######## block 1 ########
Block 1, ports around the boundary:
Pins as bars across the die edge, other pins in gray.
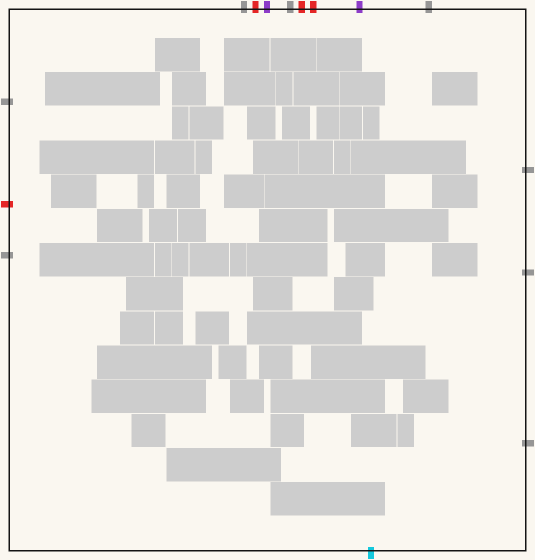

`config.mk`:
```
export PLATFORM = sky130hd
export DESIGN_NAME = mux_scan
export DESIGN_NICKNAME = d
export VERILOG_FILES = /design/src/rtl/mux_scan.sv
export SDC_FILE = /design/constraint.sdc
export NUM_CORES = 1
export LEC_CHECK = 0
export CORE_AREA = 2 2 39 41
export CTS_CLUSTER_DIAMETER = 200
export DETAILED_ROUTE_END_ITERATION = 12
export DIE_AREA = 0 0 41 43
export GPL_ROUTABILITY_DRIVEN = 0
export GPL_TIMING_DRIVEN = 1
export PLACE_DENSITY = 0.72
export REMOVE_ABC_BUFFERS = 1
export SYNTH_ARGS = -nofsm -noshare
export SYNTH_HDL_FRONTEND = slang
export SYNTH_SLANG_ARGS = --single-unit
```
`constraint.sdc`:
```
create_clock -name clk -period 2.92 [get_ports clk]
set_input_delay 0.584 -clock clk [delete_from_list [all_inputs] [get_ports clk]]
set_output_delay 0.584 -clock clk [all_outputs]
set_load 0.05 [all_outputs]
```
`src/rtl/mux_scan.sv`:
```
// Registered N-channel multiplexer with active-low enable, manual select and round-robin auto-scan.
// Optional build macro MUX_SCAN_SKIP_EN adds a ch_mask input that lets the scan skip disabled channels.
module mux_scan #(
  parameter int N_CH  = 4,
  parameter int WIDTH = 1,
  parameter int SEL_W = 2,
  parameter int DWELL = 4
) (
  input  logic                    clk,
  input  logic                    rst,
  input  logic                    G,
  input  logic                    mode,
  input  logic [SEL_W-1:0]        C,
  input  logic [N_CH*WIDTH-1:0]   X,
`ifdef MUX_SCAN_SKIP_EN
  input  logic [N_CH-1:0]         ch_mask,
`endif
  output logic [WIDTH-1:0]        Y,
  output logic [SEL_W-1:0]        ch,
  output logic                    valid,
  output logic                    wrap
);

  localparam int CNT_W = (DWELL > 1) ? $clog2(DWELL) : 1;
  localparam logic [CNT_W-1:0] CNT_LAST = CNT_W'(DWELL - 1);
  localparam logic [SEL_W-1:0] PTR_LAST = SEL_W'(N_CH - 1);

  typedef enum logic [1:0] {IDLE, MANUAL, SCAN} state_t;

  state_t           state, state_nxt;
  logic [SEL_W-1:0] ptr, ptr_nxt, ptr_base, cur, adv;
  logic [CNT_W-1:0] cnt, cnt_nxt, cnt_base, cnt_eff;
  logic             wrap_d1, wrap_d1_nxt, wrap_d2, wrap_d2_nxt;
  logic [WIDTH-1:0] y_nxt;
  logic [SEL_W-1:0] ch_nxt;
  logic             valid_nxt, wrap_nxt;

`ifdef MUX_SCAN_SKIP_EN
  logic found;

  function automatic int circ(input int a);
    return (a >= N_CH) ? a - N_CH : a;
  endfunction
`endif

  always_comb begin
    state_nxt = G ? IDLE : (mode ? SCAN : MANUAL);
    // A fresh entry into SCAN always starts from pointer 0 with an empty dwell.
    ptr_base  = (state == SCAN) ? ptr : '0;
    cnt_base  = (state == SCAN) ? cnt : '0;
`ifdef MUX_SCAN_SKIP_EN
    if (state_nxt == SCAN && ch_mask == '0) state_nxt = IDLE;
    // cur: the pointer itself if still enabled, else the next enabled channel.
    found = 1'b0;
    cur   = ptr_base;
    for (int i = 0; i < N_CH; i++) begin
      if (!found && ch_mask[circ(int'(ptr_base) + i)]) begin
        cur   = SEL_W'(circ(int'(ptr_base) + i));
        found = 1'b1;
      end
    end
    // adv: next enabled channel after cur; lands back on cur if it is the only one.
    found = 1'b0;
    adv   = cur;
    for (int i = 1; i <= N_CH; i++) begin
      if (!found && ch_mask[circ(int'(cur) + i)]) begin
        adv   = SEL_W'(circ(int'(cur) + i));
        found = 1'b1;
      end
    end
`else
    cur = ptr_base;
    adv = (cur == PTR_LAST) ? '0 : cur + 1'b1;
`endif
    cnt_eff     = (cur != ptr_base) ? '0 : cnt_base;
    y_nxt       = '1;
    ch_nxt      = ch;
    valid_nxt   = 1'b0;
    wrap_nxt    = 1'b0;
    ptr_nxt     = '0;
    cnt_nxt     = '0;
    wrap_d1_nxt = 1'b0;
    wrap_d2_nxt = 1'b0;
    case (state_nxt)
      MANUAL: begin
        if (int'(C) < N_CH) begin
          y_nxt     = X[int'(C)*WIDTH +: WIDTH];
          ch_nxt    = C;
          valid_nxt = 1'b1;
        end
      end
      SCAN: begin
        y_nxt     = X[int'(cur)*WIDTH +: WIDTH];
        ch_nxt    = cur;
        valid_nxt = 1'b1;
        if (cnt_eff == CNT_LAST) begin
          ptr_nxt     = adv;
          wrap_d1_nxt = (adv <= cur);
        end else begin
          ptr_nxt = cur;
          cnt_nxt = cnt_eff + 1'b1;
        end
        // wrap shows one cycle after the first sample of the new pass appears on Y.
        wrap_d2_nxt = wrap_d1;
        wrap_nxt    = wrap_d2;
      end
      default: ;
    endcase
  end

  always_ff @(posedge clk or posedge rst) begin
    if (rst) begin
      state   <= IDLE;
      ptr     <= '0;
      cnt     <= '0;
      wrap_d1 <= 1'b0;
      wrap_d2 <= 1'b0;
      Y       <= '1;
      ch      <= '0;
      valid   <= 1'b0;
      wrap    <= 1'b0;
    end else begin
      state   <= state_nxt;
      ptr     <= ptr_nxt;
      cnt     <= cnt_nxt;
      wrap_d1 <= wrap_d1_nxt;
      wrap_d2 <= wrap_d2_nxt;
      Y       <= y_nxt;
      ch      <= ch_nxt;
      valid   <= valid_nxt;
      wrap    <= wrap_nxt;
    end
  end

endmodule

```
######## block 2 ########
### src/rtl/ball_motion.sv
// ---------------------------------------------------------------------------
// ball_motion
//   Moves a ball centre one step per video frame. Frames are marked by the
//   rising edge of vsync. WASD keycodes steer the ball, and the walls win
//   over the keys on their own axis. The centre always stays inside
//   [MIN+SIZE, MAX-SIZE] on both axes.
//
//   Optional feature macro: BALL_BOUNCE_EN
//     defined   : a wall hit reverses that axis (high wall -> -STEP,
//                 low wall -> +STEP)
//     undefined : a wall hit stops that axis at the bound; a key pointing
//                 away from the wall starts it moving again
//
// Ports
//   clk        in   1   system/VGA clock
//   reset      in   1   synchronous, active-high reset
//   vsync      in   1   vertical sync, already in the clk domain
//   keycode    in   8   USB HID keycode, 0x00 = no key
//   BallX      out  10  ball centre X
//   BallY      out  10  ball centre Y
//   Ball_size  out  10  ball radius, constant SIZE
//   frame_tick out  1   one-cycle pulse, aligned with each new position
// ---------------------------------------------------------------------------
module ball_motion #(
   parameter int X_CENTER = 320,
   parameter int Y_CENTER = 240,
   parameter int X_MIN    = 0,
   parameter int X_MAX    = 639,
   parameter int Y_MIN    = 0,
   parameter int Y_MAX    = 479,
   parameter int STEP     = 1,
   parameter int SIZE     = 4
) (
   input  logic       clk,
   input  logic       reset,
   input  logic       vsync,
   input  logic [7:0] keycode,
   output logic [9:0] BallX,
   output logic [9:0] BallY,
   output logic [9:0] Ball_size,
   output logic       frame_tick
);

   localparam logic [7:0] KEY_W = 8'h1A;
   localparam logic [7:0] KEY_S = 8'h16;
   localparam logic [7:0] KEY_A = 8'h04;
   localparam logic [7:0] KEY_D = 8'h07;

   localparam logic [9:0] STEP_POS = 10'(STEP);
   localparam logic [9:0] STEP_NEG = 10'(-STEP);

   // The position range is checked in 12-bit signed arithmetic so that a
   // step below zero or past 1023 is seen as out of range, not as a wrap.
   localparam logic signed [11:0] X_LO = 12'(X_MIN + SIZE);
   localparam logic signed [11:0] X_HI = 12'(X_MAX - SIZE);
   localparam logic signed [11:0] Y_LO = 12'(Y_MIN + SIZE);
   localparam logic signed [11:0] Y_HI = 12'(Y_MAX - SIZE);

   logic       vsync_q;
   logic       tick;
   logic [9:0] x_motion, y_motion;
   logic [9:0] x_key, y_key;
   logic       x_hit_hi, x_hit_lo, y_hit_hi, y_hit_lo;
   logic [9:0] x_motion_nxt, y_motion_nxt;
   logic [9:0] x_pos_nxt, y_pos_nxt;

   // Chooses the motion for one axis once the wall state of that axis is known.
   function automatic logic [9:0] wall_motion(input logic       hit_hi,
                                              input logic       hit_lo,
                                              input logic [9:0] key_motion);
      logic [9:0] m;
      m = key_motion;
`ifdef BALL_BOUNCE_EN
      if (hit_hi)      m = STEP_NEG;
      else if (hit_lo) m = STEP_POS;
`else
      // Stop at the wall unless the requested motion already points away.
      if (hit_hi)      m = (key_motion == STEP_NEG) ? STEP_NEG : '0;
      else if (hit_lo) m = (key_motion == STEP_POS) ? STEP_POS : '0;
`endif
      return m;
   endfunction

   // Adds the signed motion to the position and clamps the result to [lo, hi].
   function automatic logic [9:0] step_pos(input logic [9:0]        pos,
                                           input logic [9:0]        mot,
                                           input logic signed [11:0] lo,
                                           input logic signed [11:0] hi);
      logic signed [11:0] sum;
      sum = $signed({2'b00, pos}) + $signed({{2{mot[9]}}, mot});
      if (sum < lo)      sum = lo;
      else if (sum > hi) sum = hi;
      return sum[9:0];
   endfunction

   assign Ball_size = 10'(SIZE);

   always_comb begin
      // NOTE: every variable written here gets a default first, so no branch
      // can leave one unassigned and infer a latch.
      tick  = vsync & ~vsync_q;
      x_key = x_motion;
      y_key = y_motion;
      case (keycode)
         KEY_W: begin x_key = '0;       y_key = STEP_NEG; end
         KEY_S: begin x_key = '0;       y_key = STEP_POS; end
         KEY_A: begin x_key = STEP_NEG; y_key = '0;       end
         KEY_D: begin x_key = STEP_POS; y_key = '0;       end
         default: ;
      endcase

      x_hit_hi = ({1'b0, BallX} + 11'(SIZE)) >= 11'(X_MAX);
      x_hit_lo = BallX <= 10'(X_MIN + SIZE);
      y_hit_hi = ({1'b0, BallY} + 11'(SIZE)) >= 11'(Y_MAX);
      y_hit_lo = BallY <= 10'(Y_MIN + SIZE);

      x_motion_nxt = wall_motion(x_hit_hi, x_hit_lo, x_key);
      y_motion_nxt = wall_motion(y_hit_hi, y_hit_lo, y_key);

      // The new motion is applied in the same tick cycle, so there is no
      // extra frame of latency between a key press and the movement.
      x_pos_nxt = step_pos(BallX, x_motion_nxt, X_LO, X_HI);
      y_pos_nxt = step_pos(BallY, y_motion_nxt, Y_LO, Y_HI);
   end

   // NOTE: state is updated with non-blocking assignments so that every
   // register samples the values from before this clock edge.
   always_ff @(posedge clk) begin
      if (reset) begin
         vsync_q    <= 1'b0;
         frame_tick <= 1'b0;
         x_motion   <= '0;
         y_motion   <= '0;
         BallX      <= 10'(X_CENTER);
         BallY      <= 10'(Y_CENTER);
      end else begin
         vsync_q    <= vsync;
         frame_tick <= tick;
         if (tick) begin
            x_motion <= x_motion_nxt;
            y_motion <= y_motion_nxt;
            BallX    <= x_pos_nxt;
            BallY    <= y_pos_nxt;
         end
      end
   end

endmodule

### config.mk
export PLATFORM = sky130hd
export DESIGN_NAME = ball_motion
export DESIGN_NICKNAME = d
export VERILOG_FILES = /design/src/rtl/ball_motion.sv
export SDC_FILE = /design/constraint.sdc
export NUM_CORES = 1
export LEC_CHECK = 0
export ABC_AREA = 1
export CORE_ASPECT_RATIO = 0.8
export CORE_MARGIN = 2
export CORE_UTILIZATION = 60
export DETAILED_ROUTE_END_ITERATION = 16
export PLACE_DENSITY = 0.81
export REMOVE_ABC_BUFFERS = 1
export SETUP_SLACK_MARGIN = 0.4
export SYNTH_ARGS = -nofsm -noshare
export SYNTH_HDL_FRONTEND = slang
export SYNTH_SLANG_ARGS = --single-unit
### constraint.sdc
create_clock -name clk -period 9.3 [get_ports clk]
set_input_delay 1.86 -clock clk [delete_from_list [all_inputs] [get_ports clk]]
set_output_delay 1.86 -clock clk [all_outputs]
set_load 0.005 [all_outputs]
######## block 3 ########
===== config.mk =====
export PLATFORM = sky130hd
export DESIGN_NAME = sum_uart_tx
export DESIGN_NICKNAME = d
export VERILOG_FILES = /design/src/rtl/sum_uart_pkg.sv /design/src/rtl/uart_tx_byte.sv /design/src/rtl/sum_uart_tx.sv
export SDC_FILE = /design/constraint.sdc
export NUM_CORES = 1
export LEC_CHECK = 0
export CORE_ASPECT_RATIO = 2
export CORE_MARGIN = 2
export CORE_UTILIZATION = 63
export DETAILED_ROUTE_END_ITERATION = 8
export PLACE_DENSITY = 0.82
export SYNTH_ARGS = -nofsm -noshare
export SYNTH_HDL_FRONTEND = slang
export SYNTH_HIERARCHICAL = 1
export SYNTH_SLANG_ARGS = --single-unit

===== constraint.sdc =====
create_clock -name clk -period 5.1 [get_ports clk]
set_input_delay 0.51 -clock clk [delete_from_list [all_inputs] [get_ports clk]]
set_output_delay 0.51 -clock clk [all_outputs]
set_load 0.05 [all_outputs]

===== src/rtl/sum_uart_pkg.sv =====
// Shared constants, state encodings and the hex-to-ASCII helper
// for the sum-to-UART reporter.
package sum_uart_pkg;

   localparam int DEF_CLKS_PER_BIT = 234;

   localparam logic [7:0] ASCII_ZERO = 8'h30;
   localparam logic [7:0] ASCII_A    = 8'h41;
   localparam logic [7:0] ASCII_CR   = 8'h0D;
   localparam logic [7:0] ASCII_LF   = 8'h0A;

   typedef enum logic [1:0] {
      ST_IDLE  = 2'd0,
      ST_START = 2'd1,
      ST_DATA  = 2'd2,
      ST_STOP  = 2'd3
   } tx_state_t;

   typedef enum logic {
      SEQ_IDLE = 1'b0,
      SEQ_BUSY = 1'b1
   } seq_state_t;

   function automatic logic [7:0] hex_ascii(input logic [3:0] nib);
      if (nib < 4'd10) return ASCII_ZERO + {4'h0, nib};
      else             return ASCII_A + {4'h0, nib - 4'd10};
   endfunction

endpackage


===== src/rtl/uart_tx_byte.sv =====
// 8N1 byte serializer. A new byte offered during the last stop-bit cycle
// starts immediately, so bytes within a frame are back to back.
//
// state    | meaning
// ST_IDLE  | line high, waiting for a byte
// ST_START | start bit (0)
// ST_DATA  | 8 data bits, LSB first
// ST_STOP  | stop bit (1); may chain into the next start bit
module uart_tx_byte
   import sum_uart_pkg::*;
#(
   parameter int CLKS_PER_BIT = DEF_CLKS_PER_BIT
) (
   input  logic       clk,
   input  logic       rst,
   input  logic [7:0] data,
   input  logic       valid,
   output logic       ready,
   output logic       tx
);

   localparam int CW = (CLKS_PER_BIT > 1) ? $clog2(CLKS_PER_BIT) : 1;
   localparam logic [CW-1:0] LAST = CW'(CLKS_PER_BIT - 1);

   tx_state_t     state;
   logic [CW-1:0] clk_cnt;
   logic [2:0]    bit_idx;
   logic [7:0]    shreg;
   logic          bit_end;

   assign bit_end = (clk_cnt == LAST);
   assign ready   = (state == ST_IDLE) || ((state == ST_STOP) && bit_end);

   always_ff @(posedge clk) begin
      if (rst) begin
         state   <= ST_IDLE;
         tx      <= 1'b1;
         clk_cnt <= '0;
         bit_idx <= '0;
         shreg   <= '0;
      end else begin
         if ((state == ST_IDLE) || bit_end) clk_cnt <= '0;
         else                               clk_cnt <= clk_cnt + CW'(1);

         case (state)
            ST_IDLE: begin
               if (valid) begin
                  shreg <= data;
                  tx    <= 1'b0;
                  state <= ST_START;
               end
            end
            ST_START: begin
               if (bit_end) begin
                  tx      <= shreg[0];
                  shreg   <= {1'b0, shreg[7:1]};
                  bit_idx <= '0;
                  state   <= ST_DATA;
               end
            end
            ST_DATA: begin
               if (bit_end) begin
                  if (bit_idx == 3'd7) begin
                     tx    <= 1'b1;
                     state <= ST_STOP;
                  end else begin
                     tx      <= shreg[0];
                     shreg   <= {1'b0, shreg[7:1]};
                     bit_idx <= bit_idx + 3'd1;
                  end
               end
            end
            ST_STOP: begin
               if (bit_end) begin
                  if (valid) begin
                     shreg <= data;
                     tx    <= 1'b0;
                     state <= ST_START;
                  end else begin
                     state <= ST_IDLE;
                  end
               end
            end
            default: state <= ST_IDLE;
         endcase
      end
   end

endmodule


===== src/rtl/sum_uart_tx.sv =====
// Reports an adder result on a UART line as uppercase hex followed by CR LF.
//
// state    | meaning
// SEQ_IDLE | ready for a result; serializer idle
// SEQ_BUSY | frame in progress, feeding digits then CR, LF
module sum_uart_tx
   import sum_uart_pkg::*;
#(
   parameter int WIDTH        = 4,
   parameter int CLKS_PER_BIT = DEF_CLKS_PER_BIT
) (
   input  logic           clk,
   input  logic           rst,
   input  logic [WIDTH:0] sum_i,
   input  logic           valid_i,
   output logic           ready_o,
   output logic           tx_o,
   output logic           busy_o
);

   localparam int NDIG   = (WIDTH + 4) / 4;
   localparam int NBYTES = NDIG + 2;
   localparam int PW     = 4 * NDIG;
   localparam int IW     = $clog2(NBYTES + 1);

   seq_state_t     seq_state;
   logic [WIDTH:0] sum_q;
   logic [IW-1:0]  byte_idx;
   logic           byte_valid;
   logic           byte_ready;
   logic [7:0]     byte_data;

   function automatic logic [7:0] frame_char(input logic [WIDTH:0] s, input logic [IW-1:0] idx);
      logic [PW-1:0] padded;
      padded = PW'(s);
      if (idx < IW'(NDIG))       return hex_ascii(padded[PW - 4 - 4 * int'(idx) +: 4]);
      else if (idx == IW'(NDIG)) return ASCII_CR;
      else                       return ASCII_LF;
   endfunction

   // In idle the first digit comes straight from sum_i so the start bit
   // goes out on the acceptance edge itself.
   always_comb begin
      byte_valid = 1'b0;
      byte_data  = 8'h00;
      if (seq_state == SEQ_IDLE) begin
         byte_valid = valid_i;
         byte_data  = frame_char(sum_i, '0);
      end else begin
         byte_valid = (byte_idx < IW'(NBYTES));
         byte_data  = frame_char(sum_q, byte_idx);
      end
   end

   always_ff @(posedge clk) begin
      if (rst) begin
         seq_state <= SEQ_IDLE;
         sum_q     <= '0;
         byte_idx  <= '0;
      end else begin
         case (seq_state)
            SEQ_IDLE: begin
               if (valid_i) begin
                  sum_q     <= sum_i;
                  byte_idx  <= IW'(1);
                  seq_state <= SEQ_BUSY;
               end
            end
            SEQ_BUSY: begin
               if (byte_ready) begin
                  if (byte_valid) begin
                     byte_idx <= byte_idx + IW'(1);
                  end else begin
                     byte_idx  <= '0;
                     seq_state <= SEQ_IDLE;
                  end
               end
            end
            default: seq_state <= SEQ_IDLE;
         endcase
      end
   end

   assign ready_o = (seq_state == SEQ_IDLE);
   assign busy_o  = ~ready_o;

   uart_tx_byte #(
      .CLKS_PER_BIT(CLKS_PER_BIT)
   ) u_byte (
      .clk  (clk),
      .rst  (rst),
      .data (byte_data),
      .valid(byte_valid),
      .ready(byte_ready),
      .tx   (tx_o)
   );

endmodule


Block 2, cell outlines without signal wires:
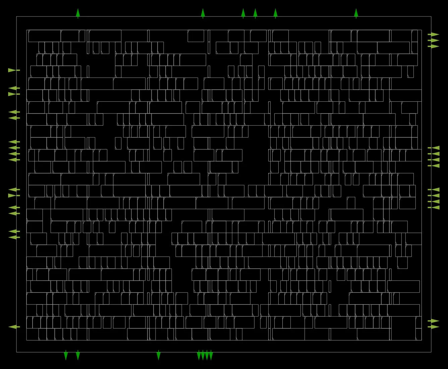
flip-flop and latch share of the layout cell area: 19.3%
area of the placeable core: 6380 um2
tap cell instance count: 84

Block 2, cell density map:
9 x 8 tiles, from white (low) to dark blue (high), 0 to 100% covered.
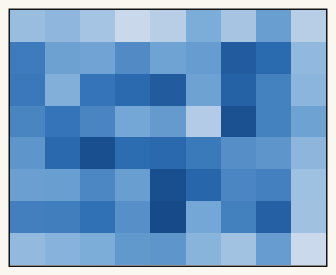
- tiles over 75% full: 19%
- mean over tiles: 59%
- fullest tile: 90%

==> run notes, block 2 <==
Physical design

Of the total standard cell area in the layout, the multi-input combinational portion is roughly 61%. The tightest min-delay check is of the flip-flop to flip-flop type. After synthesis, the share of flip-flops with an asynchronous set or reset is 0%. The floorplan step defined a die boundary enclosing between 7000 and 8000 um2.

On the worst setup and hold paths after CTS, the clock-pin slew comes to ~90 ps. The effective utilization at floorplan stands at 61.9%. Following the worst setup path forward leads to its endpoint at BallY[1]$_SDFFE_PP0P_. Of the total power, combinational logic draws 60.9%.

In this run the remaining antenna-violating nets after routing total 0. The setup check on the worst reg-to-reg path leaves a slack of approximately 4800 ps. Summed over all nets, the switching power comes to 495 uW. Setup repair after global routing left no endpoint under its margin. The post-CTS resize count stands at 0. Tracing the worst setup path back leads to its startpoint at keycode[0]. The wire length after detailed routing stands at 10.7 mm. Recorded from the global router log, the overflow total was 0. The internal power of the cells totals a little under 500 uW. The most common logic cell in the final layout is nand2_1.

The worst slew margin relative to its limit stands at between 40% and 50%. The ratio of final minimum period to clock period stands at a little under two thirds. After layout, the inverter instance count without clock inverters stands at roughly 93. CTS built an H-tree with a depth of 2.

After detailed routing, the number of remaining DRC violations is 0. The run finished with clean final reports. Looking at the clock tree report, the maximum root-to-sink buffer count equals 2. The number of distinct library cell variants in the gate-level netlist after synthesis stands at about 44. STA classifies the critical path startpoint as an input port. The clock tree buffer count of the final layout stands at 6. Of all power groups, the one with the highest power is combinational cells. The area occupied by registers stands at between 800 and 900 um2.

The y dimension of the die stands at around 77 um. The final timing report derives a shortest allowable period of slightly below 6000 ps. The via count of the first global-routing pass came to 3748.

By instance count, the cell type seen most on the critical path is nand2_1.
[block 2: cell usage after synthesis, types with 5 or more instances]
cell      number  area, um2
nor2_1        53        199
inv_2          5       18.8
nand3_2        5       50.1
nand2_1      137        514
buf_4         10       75.1
a21oi_1       61        305
o21ai_0       63        315
ha_1          30        375
nor3_1         9       45.0
xor2_1        11       96.3
nand2_2        8       50.1
nand3_1       40        200
inv_1         86        323
a21o_1         6       45.0
nand4_1        8       50.1
dfxtp_1       42        841
clkbuf_1      10       37.5
[block 2: state kept, by name (all words and copies together) (netlist names)]
name	flops
BallY	10
y_motion	10
x_motion	10
frame_tick	1
BallX	10
vsync_q	1
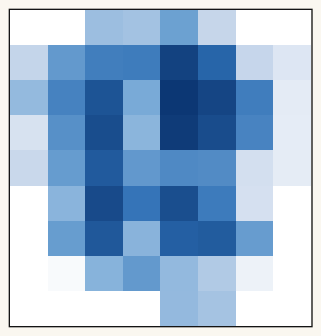
Block 1: cell density map
8 x 9 tiles, from white (low) to dark blue (high), 0 to 100% covered.
- tiles over 75% full: 19%
- nearly empty tiles: 22%
- fullest tile: 97%
- densest ninth of the die: center
- mean over tiles: 42%
area of the placeable core: 1380 um2
Core Util, Final: 54.6%
initial core utilization: 41.1%

Notes on 'ports around the boundary' of block 1 above:
- red: `X` (pins 4; direction input; edge 3 top, 1 left)
- cyan: `rst` (pins 1; direction input; edge bottom)
- purple: `ch` (pins 2; direction output; edge top)
- all pins by edge: 8 top, 3 left, 3 right, 1 bottom
buffers added on ports: 14
die height: 43 um
Horiz. Die Dim: 41 um

==> run notes, block 1 <==
Physical design

The flow ran to the end, and the final reports show no timing, DRC or antenna violations. The overall power stands at 360 uW. In the final report, the number of pins over their slew limit comes to 0.

The slack of the critical path stands at roughly 760 ps. The final layout reports a setup TNS of 0 ps. Per STA, the endpoint of the critical path is Y.

The worst slew margin relative to its limit stands at roughly two thirds. Clock tree synthesis selected as its root buffer the cell clkbuf_4. Global routing used 20.5% of the available met1 tracks. The wire length after detailed routing stands at approximately 1000 um.

Looking at hold timing, the worst path starts from wrap_d2$_DFF_PP0_. The area occupied by registers stands at ~330 um2. The maximum fanout along the worst path stands at 1. On the reported timing paths, the clock transition at the registers reads around 80 ps. The worst reg-to-reg path cell count stands at 6. In the power breakdown, the internal column shows approximately 270 uW. Post-synth the commonest register cell is dfrtp_1. For this run the aggregate overflow at the end of global routing stands at 0. Setup slack on the worst path after placement came out at between 1000 and 1500 ps. The number of antenna violations at the first check in global routing stands at 0. The synthesis report lists the most area-consuming cells as dfrtp_1 53%, dfstp_2 4.6%, and2_2 4.0%, nor2_1 3.3%, nand3_4 3.1%. The script extracted a total leakage power of 0.341 nW. After floorplanning, the die was sized to cover around 1800 um2. In the per-layer summary, the met1 wirelength comes to between 400 and 500 um. STA lists the startpoint of the worst register-to-register path as state[0]$_DFF_PP0_.

The area taken by multi-input combinational cells is reported as around 230 um2. Before any placement, the netlist area is recorded as 569 um2.
## block 1: worst reg2reg max path, stage by stage, from the launching register on
cell	delay, ps
dfrtp_1	390
nor2b_2	270
and2_1	200
ha_1	190
nand2_1	90
xnor2_1	130
and3_2	210
## block 1: state kept, by name (all words and copies together), names as in the netlist
name     count
wrap_d2      1
valid        1
wrap         1
wrap_d1      1
ch           2
ptr          2
Y            1
cnt          2
state        2
## block 1: area by class of cell
type	count	share of cell area, %
timing repair buffer	14	18.5
clock buffer	4	3.48
sequential	13	43.2
tap	16	2.65
inverter	3	2.15
multi-input combinational	31	30.0
Block 3, met3 routing:
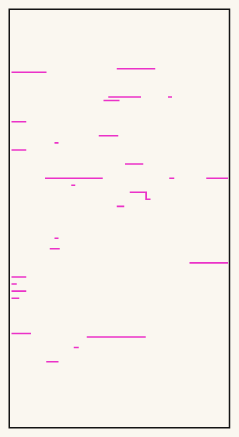
- main direction: horizontal
- nets with wire on the layer: 18
wirelength, routed: 3.72 mm
total via count after detailed routing: 1495
GRT met3 Usage: 4.27%

Block 3, wiring by layer:
The bar under the picture is 10 um long.
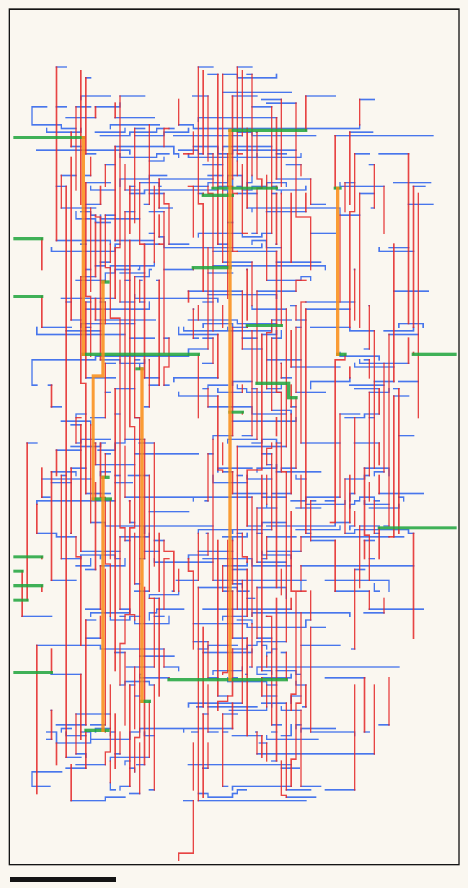
- green: M3 (wire length 89.2 um)
- red: M2 (wire length 2100 um)
- blue: M1 (wire length 1370 um)
- orange: M4 (wire length 164 um)

==> run notes, block 3 <==
Physical design

The worst setup slack before clock tree synthesis stands at between 2000 and 3000 ps. The final hold violation count recorded for this run is 0. Tracing the worst setup path back leads to its startpoint at byte_idx[1]$_SDFFE_PP0P_.

Measured on the finished design, the core utilization comes to between 70% and 80%. Looking at the critical path, the single cell with the biggest stage delay is dfxtp_1. The worst setup path is launched from a flip-flop. For met1 alone, demand over resource in global routing was between 20% and 30%. The instance tally after logic synthesis stands at 208. Clock latency on the worst-skew pair, taken at its later pin, is 290 ps. Across all setup checks in the final design, the least slack found is 2590 ps. The chip area in the Yosys report stands at between 1500 and 2000 um2. Following the worst setup path forward leads to its endpoint at u_byte/shreg[4]$_SDFFE_PP0P_. The combinational share of power stands at 44.4%. The detailed placer reported the number of placed instances as approximately 240. After legalization and detailed placement, the total HPWL measured 2.95 mm. The flow ran to the end, and the final reports show no timing, DRC or antenna violations.

The maximum fanout along the worst path stands at 7. The maximum vdd ir drop stands at about 0.00028 V. The post-synthesis compound-gate area fraction stands at between 10% and 20%. The number of flops mapped to enable cells by yosys stands at 0. STA lists the startpoint of the worst register-to-register path as byte_idx[1]$_SDFFE_PP0P_. The power report attributes to the clock group a share of about a fifth.

The proportion of final cell area spent on non-clock buffers stands at under 10%. For reference, the top cells by area after synthesis are dfxtp_1 34%, ha_1 9.5%, mux2i_1 6.0%, a21oi_1 4.9%, nand2_1 4.3%. The chip area stands at about 3400 um2. Setup repair after global routing left no endpoint under its margin. The critical path in this run is classified as flip-flop to flip-flop. The first global-routing pass estimated roughly 6.5 mm of wire.

The area fraction in full adders, half adders and majority gates stands at under 10%. Summed over all cells, the static leakage comes to about 0.8 nW. Of the total standard cell area in the layout, the sequential portion is 31.1%. The upper clock frequency limit stands at 0.398 GHz. The tool flagged a number of max-cap violations equal to 0. Per the layout report, the design carries 10 non-clock buffers.
block 3: through the flow:
step,area (um2),hold slack [ps]
4_1_cts,1990,457
5_1_grt,1990,492
2_1_floorplan,1840,436
6_report,1990,455
3_5_place_dp,1910,449
3_3_place_gp,1910,443
block 3: power by group through the flow:
stage	Sequential (mW)	Clock, mW	Combinational, mW
4_1_cts	0.331	0.197	0.419
3_3_place_gp	0.332	0	0.399
3_5_place_dp	0.336	0	0.420
2_1_floorplan	0.336	0	0.363
5_1_grt	0.339	0.207	0.460
6_report	0.332	0.194	0.420

## Gallery

Routed clock nets over the placement.
panel A
The bar under the picture is 10 um long.
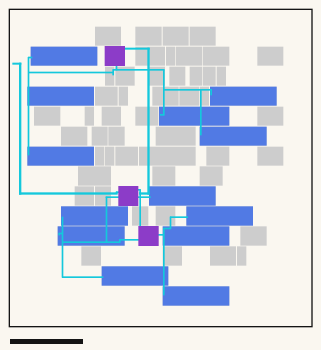
panel B
The bar under the picture is 10 um long.
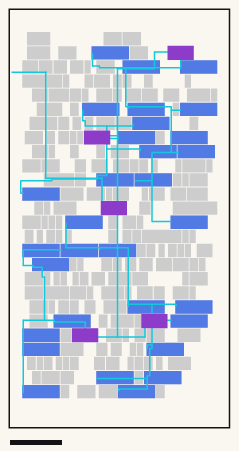
panel C
The bar under the picture is 20 um long.
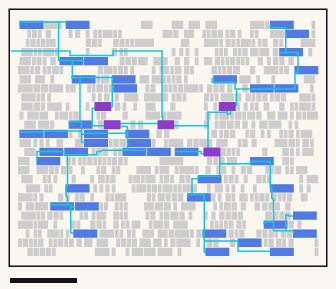
For block 3, see panel B.
For block 2, see panel C.
For block 1, see panel A.
- largest die: panel C

Key to panel A:
- cyan: clock wires (length 175 um)
- blue: flip-flops (count 13)
- purple: clock-net drivers (count 3)
- routed clock nets: 4


No activity file was given, so power comes from the tool's default toggle rates.
